######## design 1 ########
Design 1, I/O pins on the die edge:
Scale: 2 px per um. Pins as bars across the die edge, other pins in gray.
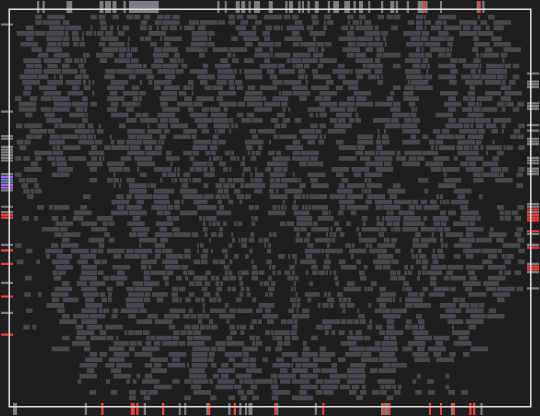

$ cat src/rtl/store_buffer_pkg.sv
// Shared types and defaults for the posted-write store buffer.
package store_buffer_pkg;
    localparam int unsigned SB_DEPTH  = 4;
    localparam int unsigned SB_ADDR_W = 32;
    localparam int unsigned SB_DATA_W = 32;
    localparam int unsigned WADDR_W   = SB_ADDR_W - 2;

    typedef struct packed {
        logic                 valid;
        logic [WADDR_W-1:0]   waddr;
        logic [SB_DATA_W-1:0] data;
    } sb_entry_t;
endpackage

$ cat src/rtl/sb_match.sv
// Word-address comparator across all buffer entries with youngest-match priority.
module sb_match
    import store_buffer_pkg::*;
#(
    parameter int unsigned DEPTH = SB_DEPTH,
    localparam int unsigned PTR_W = $clog2(DEPTH)
) (
    input  sb_entry_t            entries [DEPTH],
    input  logic [PTR_W-1:0]     head,
    input  logic [PTR_W-1:0]     tail,
    input  logic [WADDR_W-1:0]   waddr,
    output logic                 anyHit,
    output logic                 hitNonHead,
    output logic [PTR_W-1:0]     hitIdx,
    output logic [SB_DATA_W-1:0] hitData
);
    logic [PTR_W-1:0] idx;

    // Walking from tail upward visits free slots first, then valid entries
    // oldest to youngest, so the last match found is the youngest.
    always_comb begin
        anyHit  = 1'b0;
        hitIdx  = '0;
        hitData = '0;
        idx     = '0;
        for (int unsigned k = 0; k < DEPTH; k++) begin
            idx = tail + PTR_W'(k);
            if (entries[idx].valid && entries[idx].waddr == waddr) begin
                anyHit  = 1'b1;
                hitIdx  = idx;
                hitData = entries[idx].data;
            end
        end
        hitNonHead = anyHit && (hitIdx != head);
    end
endmodule

$ cat src/rtl/store_buffer.sv
// Posted-write FIFO between MEM stage and data memory, with store coalescing
// and youngest-entry load forwarding.
module store_buffer
    import store_buffer_pkg::*;
#(
    parameter int unsigned DEPTH  = SB_DEPTH,
    parameter int unsigned ADDR_W = SB_ADDR_W,
    parameter int unsigned DATA_W = SB_DATA_W
) (
    input  logic                     clk,
    input  logic                     reset,
    input  logic                     memWrite,
    input  logic                     memRead,
    input  logic [ADDR_W-1:0]        address,
    input  logic [DATA_W-1:0]        writeData,
    output logic [DATA_W-1:0]        readData,
    output logic                     loadHit,
    output logic                     stall,
    output logic                     memReq,
    output logic [ADDR_W-1:0]        memAddr,
    output logic [DATA_W-1:0]        memWData,
    input  logic                     memAck,
    output logic [$clog2(DEPTH):0]   count
);
    localparam int unsigned PTR_W = $clog2(DEPTH);

    sb_entry_t        entries [DEPTH];
    logic [PTR_W-1:0] head;
    logic [PTR_W-1:0] tail;
    logic [PTR_W:0]   cnt;

    logic              anyHit;
    logic              hitNonHead;
    logic [PTR_W-1:0]  hitIdx;
    logic [DATA_W-1:0] hitData;

    logic full;
    logic coalesce;
    logic enq;
    logic deq;

    sb_match #(.DEPTH(DEPTH)) u_match (
        .entries    (entries),
        .head       (head),
        .tail       (tail),
        .waddr      (address[ADDR_W-1:2]),
        .anyHit     (anyHit),
        .hitNonHead (hitNonHead),
        .hitIdx     (hitIdx),
        .hitData    (hitData)
    );

    // The head may be in flight, so only younger entries absorb a store.
    always_comb begin
        full     = (cnt == (PTR_W+1)'(DEPTH));
        coalesce = memWrite && hitNonHead;
        enq      = memWrite && !coalesce && !full;
        stall    = memWrite && full && !coalesce;
        memReq   = (cnt != '0);
        deq      = memReq && memAck;
        loadHit  = memRead && !memWrite && anyHit;
        readData = loadHit ? hitData : '0;
        memAddr  = memReq ? {entries[head].waddr, 2'b00} : '0;
        memWData = memReq ? entries[head].data : '0;
        count    = cnt;
    end

    always_ff @(posedge clk or posedge reset) begin
        if (reset) begin
            entries <= '{default: '0};
            head    <= '0;
            tail    <= '0;
            cnt     <= '0;
        end else begin
            if (coalesce)
                entries[hitIdx].data <= writeData;
            if (enq)
                entries[tail] <= '{valid: 1'b1, waddr: address[ADDR_W-1:2], data: writeData};
            if (deq)
                entries[head].valid <= 1'b0;
            if (enq)
                tail <= tail + 1'b1;
            if (deq)
                head <= head + 1'b1;
            case ({enq, deq})
                2'b10:   cnt <= cnt + 1'b1;
                2'b01:   cnt <= cnt - 1'b1;
                default: cnt <= cnt;
            endcase
        end
    end
endmodule

$ cat config.mk
export PLATFORM = sky130hd
export DESIGN_NAME = store_buffer
export DESIGN_NICKNAME = d
export VERILOG_FILES = /design/src/rtl/store_buffer_pkg.sv /design/src/rtl/sb_match.sv /design/src/rtl/store_buffer.sv
export SDC_FILE = /design/constraint.sdc
export NUM_CORES = 1
export LEC_CHECK = 0
export CORE_AREA = 2 2 258 196
export DETAILED_ROUTE_END_ITERATION = 8
export DIE_AREA = 0 0 260 198
export GPL_TIMING_DRIVEN = 1
export PLACE_DENSITY_LB_ADDON = 0.1
export SKIP_LAST_GASP = 1
export SLEW_MARGIN = 40
export SYNTH_ARGS = -nofsm -noshare
export SYNTH_HDL_FRONTEND = slang
export SYNTH_SLANG_ARGS = --single-unit
$ cat constraint.sdc
create_clock -name clk -period 27 [get_ports clk]
set_input_delay 6.75 -clock clk [delete_from_list [all_inputs] [get_ports clk]]
set_output_delay 6.75 -clock clk [all_outputs]
set_load 0.01 [all_outputs]
######## design 2 ########
### src/rtl/usb_audio_i2s_tx.sv
// Stereo FIFO feeding a 64-slot I2S transmitter with underrun reporting.
// Define I2S_TX_UNDERRUN_HOLD_EN to repeat the last sample on underrun.
module usb_audio_i2s_tx #(
  parameter int CLK_FREQ    = 60_000_000,
  parameter int SAMPLE_RATE = 48_000,
  parameter int FIFO_DEPTH  = 4
) (
  input  logic        clk,
  input  logic        rst,
  input  logic [15:0] in_L,
  input  logic [15:0] in_R,
  input  logic        in_valid,
  output logic        in_ready,
  output logic        i2s_bclk,
  output logic        i2s_lrck,
  output logic        i2s_sd,
  output logic        underrun,
  output logic [7:0]  underrun_cnt
);

  localparam int AW = $clog2(FIFO_DEPTH);
  localparam logic [27:0] INC = 28'(128 * SAMPLE_RATE);
  localparam logic [27:0] MOD = 28'(CLK_FREQ);
  localparam logic [AW:0] FULL_LVL = FIFO_DEPTH[AW:0];
  localparam logic [AW:0] LVL_ONE = 1;
  localparam logic [AW-1:0] PTR_ONE = 1;

  logic [26:0]   acc;
  logic [27:0]   acc_next;
  logic          tick;
  logic          fall;
  logic [5:0]    bit_cnt;
  logic [5:0]    bit_nxt;
  logic [4:0]    slot;
  logic          wrap;
  logic [31:0]   mem [FIFO_DEPTH];
  logic [AW-1:0] wr_ptr;
  logic [AW-1:0] rd_ptr;
  logic [AW:0]   level;
  logic          full;
  logic          empty;
  logic          push;
  logic          pop;
  logic [31:0]   head;
  logic [15:0]   sr_l;
  logic [15:0]   sr_r;
  logic [15:0]   chan;
  logic [3:0]    bit_idx;
  logic          sd_nxt;

  // Fractional divider: a toggle whenever the accumulator overflows CLK_FREQ
  always_comb begin
    acc_next = {1'b0, acc} + INC;
    tick     = acc_next >= MOD;
  end

  assign fall    = tick & i2s_bclk;
  assign bit_nxt = bit_cnt + 6'd1;
  assign slot    = bit_nxt[4:0];
  assign wrap    = fall & (bit_cnt == 6'd63);

  assign full     = level == FULL_LVL;
  assign empty    = level == '0;
  assign in_ready = ~rst & ~full;
  assign push     = in_valid & in_ready;
  assign pop      = wrap & ~empty;
  assign head     = mem[rd_ptr];

  assign chan    = bit_nxt[5] ? sr_r : sr_l;
  assign bit_idx = 4'(5'd16 - slot);

  always_comb begin
    sd_nxt = 1'b0;
    if (slot >= 5'd1 && slot <= 5'd16) begin
      sd_nxt = chan[bit_idx];
    end
  end

  always_ff @(posedge clk or posedge rst) begin
    if (rst) begin
      acc      <= '0;
      i2s_bclk <= 1'b0;
    end else if (tick) begin
      acc      <= 27'(acc_next - MOD);
      i2s_bclk <= ~i2s_bclk;
    end else begin
      acc      <= acc_next[26:0];
    end
  end

  // Serial outputs only move on BCLK falling toggles
  always_ff @(posedge clk or posedge rst) begin
    if (rst) begin
      bit_cnt  <= '0;
      i2s_lrck <= 1'b0;
      i2s_sd   <= 1'b0;
    end else if (fall) begin
      bit_cnt  <= bit_nxt;
      i2s_lrck <= bit_nxt[5];
      i2s_sd   <= sd_nxt;
    end
  end

  always_ff @(posedge clk) begin
    if (push) begin
      mem[wr_ptr] <= {in_L, in_R};
    end
  end

  always_ff @(posedge clk or posedge rst) begin
    if (rst) begin
      wr_ptr <= '0;
      rd_ptr <= '0;
      level  <= '0;
    end else begin
      if (push) begin
        wr_ptr <= wr_ptr + PTR_ONE;
      end
      if (pop) begin
        rd_ptr <= rd_ptr + PTR_ONE;
      end
      unique case ({push, pop})
        2'b10:   level <= level + LVL_ONE;
        2'b01:   level <= level - LVL_ONE;
        default: level <= level;
      endcase
    end
  end

  // Frame load: restore two's complement by flipping the offset-binary MSB
  always_ff @(posedge clk or posedge rst) begin
    if (rst) begin
      sr_l <= '0;
      sr_r <= '0;
    end else if (pop) begin
      sr_l <= {~head[31], head[30:16]};
      sr_r <= {~head[15], head[14:0]};
    end else if (wrap) begin
`ifdef I2S_TX_UNDERRUN_HOLD_EN
      sr_l <= sr_l;
      sr_r <= sr_r;
`else
      sr_l <= '0;
      sr_r <= '0;
`endif
    end
  end

  always_ff @(posedge clk or posedge rst) begin
    if (rst) begin
      underrun     <= 1'b0;
      underrun_cnt <= '0;
    end else begin
      underrun <= wrap & empty;
      if (wrap && empty && underrun_cnt != 8'hFF) begin
        underrun_cnt <= underrun_cnt + 8'd1;
      end
    end
  end

endmodule
### config.mk
export PLATFORM = sky130hd
export DESIGN_NAME = usb_audio_i2s_tx
export DESIGN_NICKNAME = d
export VERILOG_FILES = /design/src/rtl/usb_audio_i2s_tx.sv
export SDC_FILE = /design/constraint.sdc
export NUM_CORES = 1
export LEC_CHECK = 0
export ABC_AREA = 1
export CAP_MARGIN = 20
export CORE_MARGIN = 1.5
export CORE_UTILIZATION = 39
export CTS_BUF_LIST = sky130_fd_sc_hd__clkbuf_4
export DETAILED_ROUTE_END_ITERATION = 16
export HOLD_SLACK_MARGIN = 0.02
export MAX_ROUTING_LAYER = met4
export PLACE_DENSITY = 0.68
export SETUP_SLACK_MARGIN = 0.2
export SYNTH_ARGS = -nofsm -noshare
export SYNTH_HDL_FRONTEND = slang
export SYNTH_SLANG_ARGS = --single-unit
### constraint.sdc
create_clock -name clk -period 4.05 [get_ports clk]
set_clock_uncertainty 0.15 [all_clocks]
set_input_delay 0.81 -clock clk [delete_from_list [all_inputs] [get_ports clk]]
set_output_delay 0.81 -clock clk [all_outputs]
set_load 0.05 [all_outputs]
######## design 3 ########
<file path="config.mk">
export PLATFORM = sky130hd
export DESIGN_NAME = limb_wb_master
export DESIGN_NICKNAME = d
export VERILOG_FILES = /design/src/rtl/limb_pkg.sv /design/src/rtl/limb_wb_timer.sv /design/src/rtl/limb_wb_master.sv
export SDC_FILE = /design/constraint.sdc
export NUM_CORES = 1
export LEC_CHECK = 0
export ABC_AREA = 1
export CAP_MARGIN = 20
export CORE_AREA = 10 10 136 138
export DETAILED_ROUTE_END_ITERATION = 16
export DIE_AREA = 0 0 146 148
export GPL_TIMING_DRIVEN = 0
export SYNTH_ARGS = -nofsm -noshare
export SYNTH_HDL_FRONTEND = slang
export SYNTH_SLANG_ARGS = --single-unit
</file>
<file path="constraint.sdc">
create_clock -name clk -period 1.5 [get_ports clk]
set_input_delay 0.15 -clock clk [delete_from_list [all_inputs] [get_ports clk]]
set_output_delay 0.15 -clock clk [all_outputs]
set_load 0.005 [all_outputs]
</file>
<file path="src/rtl/limb_pkg.sv">
// Shared constants, FSM encodings and the completion-data helper for the LIMB Wishbone master.
package limb_pkg;

  localparam int LIMB_ADR_W = 36;
  localparam int LIMB_DAT_W = 32;

  localparam logic [1:0] ST_IDLE   = 2'd0;
  localparam logic [1:0] ST_ACTIVE = 2'd1;
  localparam logic [1:0] ST_RESP   = 2'd2;

  localparam logic [3:0] WB_SEL_ALL = 4'hF;

  // Failed completions report all-ones, writes report zero, reads return the bus data.
  function automatic logic [LIMB_DAT_W-1:0] completion_dat(
    input logic                  failed,
    input logic                  we,
    input logic [LIMB_DAT_W-1:0] rd
  );
    if (failed) return '1;
    if (we) return '0;
    return rd;
  endfunction

endpackage

</file>
<file path="src/rtl/limb_wb_timer.sv">
// Bus-cycle watchdog for limb_wb_master; only instantiated when LIMB_WB_TIMEOUT_EN is defined.
module limb_wb_timer #(
  parameter int TIMEOUT_CYCLES = 255
) (
  input  logic clk,
  input  logic reset,
  input  logic clear,
  input  logic run,
  output logic expired
);

  localparam logic [15:0] LAST_COUNT = 16'(TIMEOUT_CYCLES - 1);

  logic [15:0] count;

  always_ff @(posedge clk) begin
    if (!reset) begin
      count <= '0;
    end else if (clear) begin
      count <= '0;
    end else if (run) begin
      count <= count + 16'd1;
    end
  end

  // count holds the number of completed ACTIVE cycles, so this fires in the last allowed one
  assign expired = run && (count == LAST_COUNT);

endmodule

</file>
<file path="src/rtl/limb_wb_master.sv">
// Single-outstanding Wishbone classic master for LIMB commands.
// Optional bus timeout enabled by defining LIMB_WB_TIMEOUT_EN.
module limb_wb_master
  import limb_pkg::*;
#(
  parameter int TIMEOUT_CYCLES = 255
) (
  input  logic                  clk,
  input  logic                  reset,
  input  logic                  cmd_valid,
  output logic                  cmd_ready,
  input  logic                  cmd_we,
  input  logic [LIMB_ADR_W-1:0] cmd_adr,
  input  logic [LIMB_DAT_W-1:0] cmd_dat,
  output logic                  rsp_valid,
  output logic [LIMB_DAT_W-1:0] rsp_dat,
  output logic                  rsp_err,
  output logic [LIMB_ADR_W-1:0] wb_adr_o,
  output logic [LIMB_DAT_W-1:0] wb_dat_o,
  output logic                  wb_we_o,
  output logic [3:0]            wb_sel_o,
  output logic                  wb_stb_o,
  output logic                  wb_cyc_o,
  input  logic [LIMB_DAT_W-1:0] wb_dat_i,
  input  logic                  wb_ack_i,
  input  logic                  wb_err_i,
  output logic [1:0]            fsm_state
);

  // Handshake: a command transfers on a rising edge where cmd_valid and cmd_ready are both 1;
  // cmd_ready is registered and is only 1 in IDLE. rsp_valid is a one-cycle pulse with no backpressure.

  if (TIMEOUT_CYCLES < 1 || TIMEOUT_CYCLES > 65535) begin : g_bad_timeout
    $error("limb_wb_master: TIMEOUT_CYCLES must be within 1..65535");
  end

  logic [1:0] state;
  logic       accept;
  logic       timed_out;
  logic       finish;
  logic       failed;

  assign accept    = cmd_valid && cmd_ready;
  assign fsm_state = state;

`ifdef LIMB_WB_TIMEOUT_EN
  limb_wb_timer #(
    .TIMEOUT_CYCLES(TIMEOUT_CYCLES)
  ) u_timer (
    .clk    (clk),
    .reset  (reset),
    .clear  (accept),
    .run    (state == ST_ACTIVE),
    .expired(timed_out)
  );
`else
  assign timed_out = 1'b0;
`endif

  // A slave response in the final allowed cycle wins over the timeout; err always wins over ack.
  assign finish = (state == ST_ACTIVE) && (wb_ack_i || wb_err_i || timed_out);
  assign failed = wb_err_i || (!wb_ack_i && timed_out);

  always_ff @(posedge clk) begin
    if (!reset) begin
      state     <= ST_IDLE;
      cmd_ready <= 1'b0;
      rsp_valid <= 1'b0;
      rsp_err   <= 1'b0;
      rsp_dat   <= '0;
      wb_adr_o  <= '0;
      wb_dat_o  <= '0;
      wb_we_o   <= 1'b0;
      wb_sel_o  <= '0;
      wb_stb_o  <= 1'b0;
      wb_cyc_o  <= 1'b0;
    end else begin
      case (state)
        ST_IDLE: begin
          rsp_valid <= 1'b0;
          if (accept) begin
            wb_adr_o  <= cmd_adr;
            wb_dat_o  <= cmd_dat;
            wb_we_o   <= cmd_we;
            wb_sel_o  <= WB_SEL_ALL;
            wb_stb_o  <= 1'b1;
            wb_cyc_o  <= 1'b1;
            cmd_ready <= 1'b0;
            state     <= ST_ACTIVE;
          end else begin
            cmd_ready <= 1'b1;
          end
        end
        ST_ACTIVE: begin
          if (finish) begin
            wb_sel_o  <= '0;
            wb_stb_o  <= 1'b0;
            wb_cyc_o  <= 1'b0;
            rsp_valid <= 1'b1;
            rsp_err   <= failed;
            rsp_dat   <= completion_dat(failed, wb_we_o, wb_dat_i);
            state     <= ST_RESP;
          end
        end
        ST_RESP: begin
          rsp_valid <= 1'b0;
          cmd_ready <= 1'b1;
          state     <= ST_IDLE;
        end
        default: begin
          rsp_valid <= 1'b0;
          cmd_ready <= 1'b0;
          wb_sel_o  <= '0;
          wb_stb_o  <= 1'b0;
          wb_cyc_o  <= 1'b0;
          state     <= ST_IDLE;
        end
      endcase
    end
  end

endmodule

</file>
Design 2, I/O pins on the die edge:
Scale: 3 px per um. Pins as bars across the die edge, other pins in gray.
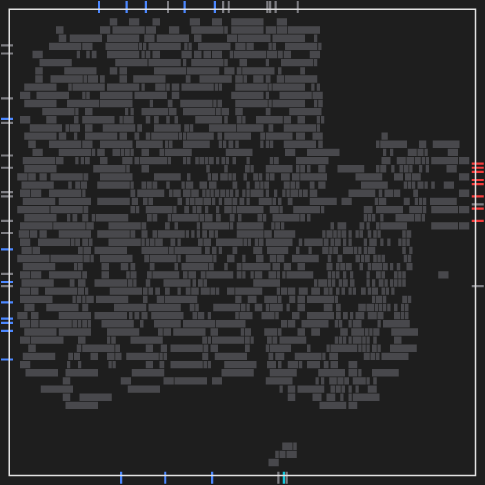
- cyan: in_ready (pins 1; direction output; edge south)
- red: underrun_cnt (pins 8; direction output; edge east)
- blue: in_L (pins 16; direction input; edge 8 west, 5 north, 3 south)
- all pins by edge: 20 west, 12 north, 10 east, 6 south

==> reports/results.ini, design 2 <==
[die]
fp_util_pct = 39.76

[cells_and_area]
drive_above_1_share_pct = 14.36
mi_logic_area_um2 = 2856
logic_gates = 549
clock_buffers = 85
areaGrowthSynthToFinish_pct = 17.10
stdcell_count = 1268
largest_reg_flops = 128
flop_area_um2 = 5722
seq_share_pct = 54.29

[power_and_ir_drop]
comb_power_share_pct = 8.0
maxPowerGroup = sequential cells
irDropWorstVdd_mv = 0.2488

[sta]
setup-tns-final_ns = 0
maxSlewViolCount = 0
finalSetupViolations = 0
slew-limit-headroom_pct = 36.26

[global_routing]
grt_pass1_wl_mm = 30.10
grt_pass1_vias = 6045
antenna_found_initial = 1

[clock_network]
cts_hold_buf = 0
cts_buffer_depth = 3
cts_tree = built
cts_sinks = 203
cts_resized = 0

[outcome]
status = finished, final reports clean

[routing]
drt_first_pass_iters = 5
m1WireLength_mm = 8.199

[critical_path]
path_buffers = 4
r2r_start = acc[14]$_DFF_PP0_
cp.depth = 21
path_max_fanout = 12
worstSetupPathType = reg -> reg
crit_arrival_ns = 3.58
cp_slowest_cell = dfrtp_1

[min_path]
min_from = acc[13]$_DFFE_PP0N_

[logic_synthesis]
ys.flop_type = edfxtp_1
synthCells = 857
yosys-top-cells-area = edfxtp_1, dfrtp_1, nand2_1
compound_area_share_pct = 10.29
ys_area_um2 = 9001
synth-edff-count = 128
syn_area_um2 = 9001
syn_nets = 904

[run]
cap_violations = 0

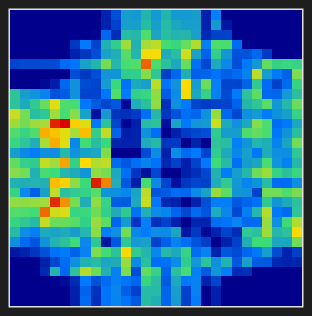
Design 3: signal metal coverage by tile
Scale: 2 px per um. The die is cut into 29 by 30 equal tiles; dark blue is low, red is high, scaled to the fullest tile. Values are wire area over tile area, all layers added.
- nearly empty tiles: 17%
- fullest tile: 0.40
- emptiest ninth of the die: north-west
- densest ninth of the die: west
- mean over tiles: 0.12
via count: 4606
wire length per cell: 13.28 um
Post-Route WL: 15.53 mm
Total GRT Usage: 14.07%

==> reports/results.ini, design 3 <==
[outcome]
status = finished, final reports clean

[power_and_ir_drop]
p_per_area_nw_per_um2 = 946.0
comb_power_share_pct = 20.1

[placement]
dp_hpwl_mm = 12.11
place_congestion = 0.7739
placedCellCount = 1152

[logic_synthesis]
yosys-top-cells-area = dfxtp_1, nand2_1, nor2_1
top_logic_kind = simple AND/OR/NAND/NOR gates
ys_ff = 107
ys_top_cells_by_count = nand2_1, nor2_1, inv_1
synthCells = 720

[cells_and_area]
fin_nets = 1054
flops = 107
mi_logic_area_um2 = 1760
areaGrowthSynthToFinish_pct = 59.14
logic_gates = 443
stdcell_area_um2 = 7387
stdcell_count = 1169

[die]
fp.dieH_um = 148
die_w_um = 146

[sta]
setup-tns-final_ns = 0
max_freq_ghz = 0.6968
finalSetupViolations = 0

[clock_network]
clkTransAtPathRegs_ns = 0.07

[critical_path]
worstSetupPathType = reg -> out

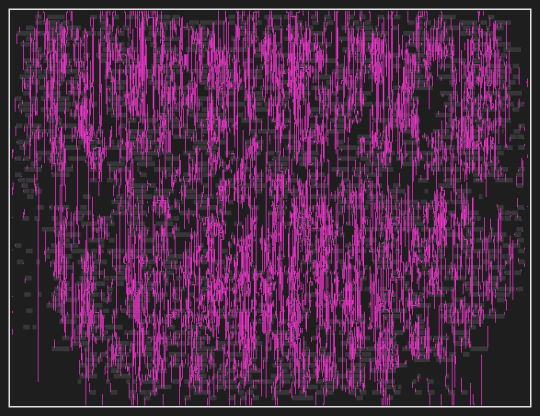
Design 1: metal 2
Scale: 2 px per um. Cells faint in the background.
- nets with wire on the layer: 1639
- share of all routed wire: 44%
- main direction: vertical
via count: 16506
Post-Route WL: 70.41 mm
met2 Usage GRT: 39.54%

About 'I/O pins on the die edge' of design 1:
- red: memAddr (pins 32; direction output; edge 16 south, 8 east, 6 west, 2 north)
- purple: count (pins 3; direction output; edge west)
- blue: reset (pins 1; direction input; edge west)
- all pins by edge: 74 north, 35 south, 34 east, 28 west
die height: 198 um
Die Wd: 260 um
PortBufs: 166

==> reports/results.ini, design 1 <==
[die]
ios = 171

[global_routing]
grt_max_degree = 140
grt_pass1_wl_mm = 107.0

[power_and_ir_drop]
p_int_mw = 2.314
swShare_pct = 42.74

[min_path]
min_from = entries[212]$_DFF_PP0_

[cells_and_area]
nonClkBufAreaFrac_pct = 7.984
nNonClkBuffers = 196
clock_buffers = 45
flop_area_um2 = 6496
mi_logic_area_um2 = 14490
biggestCellCategory = multi-input combinational cells
drive_above_1_share_pct = 33.89
flops = 259

[placement]
dp_hpwl_mm = 45.43

[sta]
setup-tns-final_ns = 0
layout_setup_ws_ns = 7.611
finalClockPeriodUsage_pct = 71.81
holdWs_ns = 0.5687

[logic_synthesis]
ys_seq_share_pct = 29.66
synth-edff-count = 0
syn_area_um2 = 21850
ys_sh_simple_pct = 7.806
ys_area_um2 = 21850

[routing]
avgViaCountPerCell = 6.605
wl_per_cell_um = 28.17
ant_nets = 0

[outcome]
status = finished, final reports clean

[critical_path]
crit_family = buffers and inverters
required_ns = 20.25
end_kind = primary output


==> screenshots <==
The metal 3 layer.
shot_01.png
Scale: 2 px per um. Cells faint in the background.
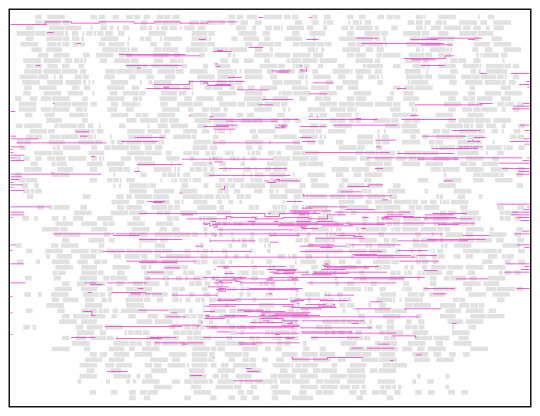
shot_02.png
Scale: 3 px per um. Cells faint in the background.
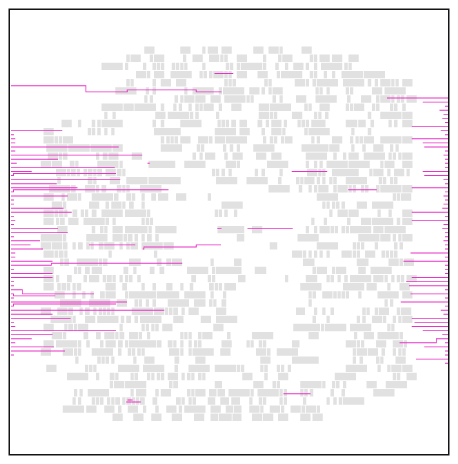
shot_03.png
Scale: 3 px per um. Cells faint in the background.
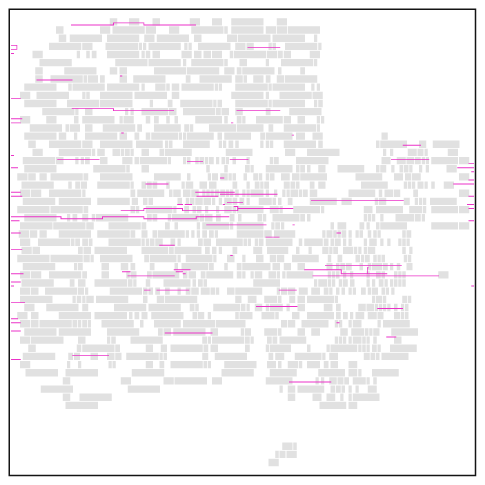
- largest die: shot_01.png
design 3 -> shot_02.png
design 2 -> shot_03.png
design 1 -> shot_01.png


######## design 4 ########
Design 4, signal metal coverage by tile:
Scale: 4 px per um. The die is cut into 19 by 19 equal tiles; dark blue is low, red is high, scaled to the fullest tile. Values are wire area over tile area, all layers added.
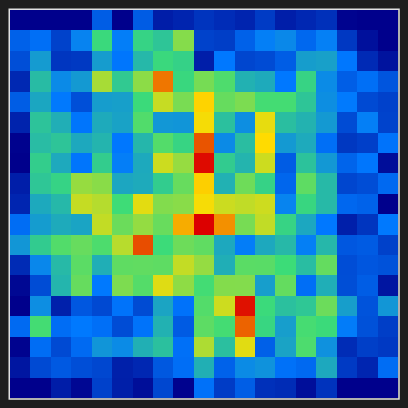
File: src/rtl/slow_clock_meter.sv
// slow_clock_meter: measures period and high time of a slow square wave
// in system-clock cycles and flags loss of the signal.
// Optional build macro SLOW_CLOCK_METER_GLITCH_FILTER_EN adds a 3-sample
// level filter between the synchronizer and the edge detector.
// Output contract: period/high_time are stable between meas_valid pulses and
// are only meaningful from the cycle meas_valid is high onwards; there is no
// ready, so a consumer must capture on the meas_valid cycle.
module slow_clock_meter #(
   parameter int CNT_WIDTH = 20,
   parameter int TIMEOUT   = 500000
) (
   input  logic                 clock,
   input  logic                 reset_n,
   input  logic                 slow_in,
   output logic [CNT_WIDTH-1:0] period,
   output logic [CNT_WIDTH-1:0] high_time,
   output logic                 meas_valid,
   output logic                 locked,
   output logic                 lost,
   output logic                 fsm_state
);

   typedef enum logic {
      WAIT_EDGE = 1'b0,
      MEASURE   = 1'b1
   } state_t;

   localparam logic [CNT_WIDTH-1:0] TIMEOUT_CNT = CNT_WIDTH'(TIMEOUT);
   localparam logic [CNT_WIDTH-1:0] ONE         = CNT_WIDTH'(1);

   logic sync1;
   logic sync2;
   logic level;
   logic level_d;
   logic rise;
   logic fall;

   state_t               state;
   state_t               state_nxt;
   logic [CNT_WIDTH-1:0] cnt;
   logic [CNT_WIDTH-1:0] cnt_nxt;
   logic [CNT_WIDTH-1:0] hi_cap;
   logic [CNT_WIDTH-1:0] hi_cap_nxt;
   logic [CNT_WIDTH-1:0] period_nxt;
   logic [CNT_WIDTH-1:0] high_time_nxt;
   logic                 meas_valid_nxt;
   logic                 locked_nxt;
   logic                 lost_nxt;

   // Two-flop synchronizer for the asynchronous slow input
   always_ff @(posedge clock or negedge reset_n) begin
      if (!reset_n) begin
         sync1 <= 1'b0;
         sync2 <= 1'b0;
      end else begin
         sync1 <= slow_in;
         sync2 <= sync1;
      end
   end

`ifdef SLOW_CLOCK_METER_GLITCH_FILTER_EN
   logic [1:0] hist;
   logic       filt;
   logic       filt_nxt;

   // Filtered level follows sync2 once three consecutive samples agree;
   // using the combinational next value keeps the added latency at 2 cycles
   always_comb begin
      filt_nxt = filt;
      if ((sync2 == hist[0]) && (hist[0] == hist[1])) filt_nxt = sync2;
   end

   // Sample history and filtered level registers
   always_ff @(posedge clock or negedge reset_n) begin
      if (!reset_n) begin
         hist <= 2'b00;
         filt <= 1'b0;
      end else begin
         hist <= {hist[0], sync2};
         filt <= filt_nxt;
      end
   end

   assign level = filt_nxt;
`else
   assign level = sync2;
`endif

   // Delayed copy of the level for edge detection
   always_ff @(posedge clock or negedge reset_n) begin
      if (!reset_n) level_d <= 1'b0;
      else          level_d <= level;
   end

   assign rise = level & ~level_d;
   assign fall = ~level & level_d;

   // Next-state and measurement datapath; a rise always beats the timeout
   always_comb begin
      state_nxt      = state;
      cnt_nxt        = cnt;
      hi_cap_nxt     = hi_cap;
      period_nxt     = period;
      high_time_nxt  = high_time;
      meas_valid_nxt = 1'b0;
      locked_nxt     = locked;
      lost_nxt       = 1'b0;
      case (state)
         WAIT_EDGE: begin
            cnt_nxt = '0;
            if (rise) begin
               state_nxt  = MEASURE;
               cnt_nxt    = ONE;
               hi_cap_nxt = '0;
            end
         end
         MEASURE: begin
            if (rise) begin
               period_nxt     = cnt;
               high_time_nxt  = hi_cap;
               meas_valid_nxt = 1'b1;
               locked_nxt     = 1'b1;
               cnt_nxt        = ONE;
               hi_cap_nxt     = '0;
            end else if (cnt == TIMEOUT_CNT) begin
               lost_nxt   = 1'b1;
               locked_nxt = 1'b0;
               cnt_nxt    = '0;
               state_nxt  = WAIT_EDGE;
            end else begin
               cnt_nxt = cnt + ONE;
               if (fall) hi_cap_nxt = cnt;
            end
         end
         default: state_nxt = WAIT_EDGE;
      endcase
   end

   // State, counter and output registers
   always_ff @(posedge clock or negedge reset_n) begin
      if (!reset_n) begin
         state      <= WAIT_EDGE;
         cnt        <= '0;
         hi_cap     <= '0;
         period     <= '0;
         high_time  <= '0;
         meas_valid <= 1'b0;
         locked     <= 1'b0;
         lost       <= 1'b0;
      end else begin
         state      <= state_nxt;
         cnt        <= cnt_nxt;
         hi_cap     <= hi_cap_nxt;
         period     <= period_nxt;
         high_time  <= high_time_nxt;
         meas_valid <= meas_valid_nxt;
         locked     <= locked_nxt;
         lost       <= lost_nxt;
      end
   end

   assign fsm_state = logic'(state);

endmodule

File: config.mk
export PLATFORM = sky130hd
export DESIGN_NAME = slow_clock_meter
export DESIGN_NICKNAME = d
export VERILOG_FILES = /design/src/rtl/slow_clock_meter.sv
export SDC_FILE = /design/constraint.sdc
export NUM_CORES = 1
export LEC_CHECK = 0
export ABC_AREA = 0
export CAP_MARGIN = 20
export CELL_PAD_IN_SITES_DETAIL_PLACEMENT = 2
export CELL_PAD_IN_SITES_GLOBAL_PLACEMENT = 2
export CORE_UTILIZATION = 41
export DETAILED_ROUTE_END_ITERATION = 7
export PLACE_DENSITY_LB_ADDON = 0.12
export SYNTH_ARGS = -nofsm -noshare
export SYNTH_HDL_FRONTEND = slang
export SYNTH_SLANG_ARGS = --single-unit
export TNS_END_PERCENT = 1
File: constraint.sdc
create_clock -name clock -period 3.47 [get_ports clock]
set_input_delay 0.347 -clock clock [delete_from_list [all_inputs] [get_ports clock]]
set_output_delay 0.347 -clock clock [all_outputs]
set_load 0.01 [all_outputs]
==> reports/results.ini <==
[cells_and_area]
logic_gates = 174
seq_share_pct = 49.08
fin_nets = 336
mi_logic_area_um2 = 1361
drive_above_1_share_pct = 25.00
antenna_cells = 0
post-route-util_pct = 50.86

[critical_path]
rr_endpoint = cnt[3]$_DFF_PN0_
path_buffers = 1
crit_family = AND-OR/OR-AND gates
cp_slowest_cell = o211ai_2
endpoint = cnt[3]$_DFF_PN0_
start_kind = register
required_ns = 3.67
crit_arrival_ns = 2.45
worstSetupPathType = reg -> reg
reg2reg_slack_ns = 1.22
reg2regPathDepth = 6

[die]
die_w_um = 97.08

[clock_network]
cts_buffers = 9
cts_sinks = 87
cts_setup_buffers = 0

[placement]
dpl-instance-area_um2 = 4177

[sta]
finClkSkew_ns = 0.01255
finalSetupViolations = 0
fin_crit_ns = 2.253
holdWs_ns = 0.3527

[min_path]
min_path_type = in -> async

[power_and_ir_drop]
clkPwrFrac_pct = 34.3
p_switching_uw = 575.3
maxPowerGroup = sequential cells
p_per_area_nw_per_um2 = 476.6

[logic_synthesis]
synth_cell_types = 40
ys_ff = 87
ys_warn_count = 0
syn_nets = 292
syn_area_um2 = 3706
yosys-top-cells-area = dfrtp_1, mux2_2, a22o_2
synth_stat.cells = 287

[global_routing]
grt_pass1_vias = 2652
grt_max_degree = 82

[routing]
ant_nets = 0

[outcome]
status = finished, final reports clean

Notes on 'signal metal coverage by tile' of design 4 above:
- densest ninth of the die: center
- tiles over half the peak: 24%
- mean over tiles: 0.14
- nearly empty tiles: 6.1%
- fullest tile: 0.43



==> gallery <==
Congestion heat map.
picture 1
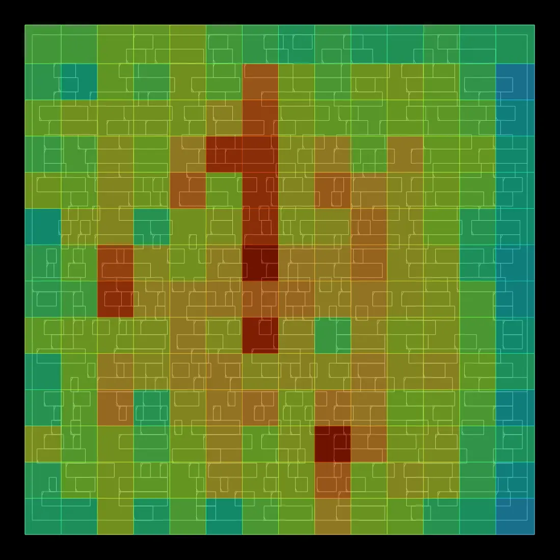
picture 2
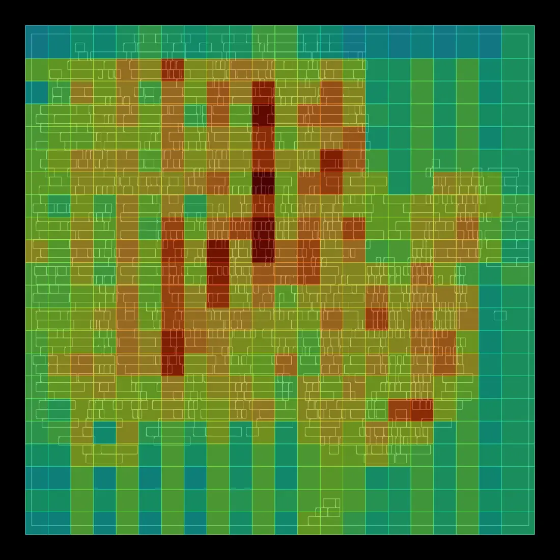
picture 3
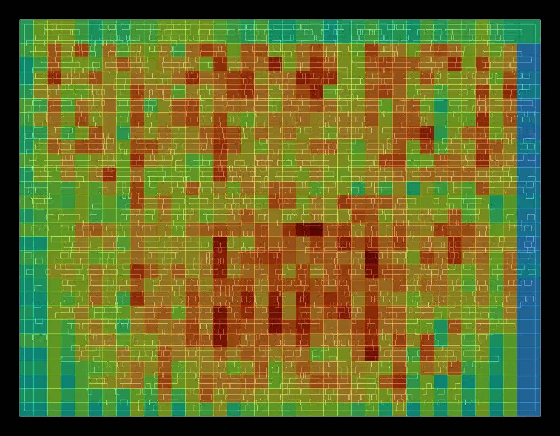
picture 4
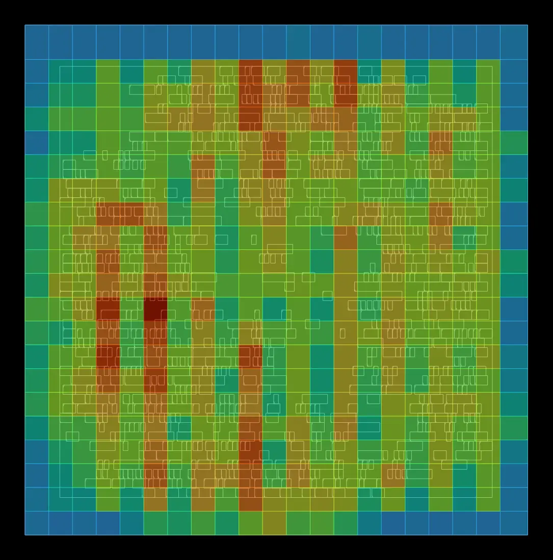
picture 2: design 2
picture 1: design 4
picture 4: design 3
picture 3: design 1

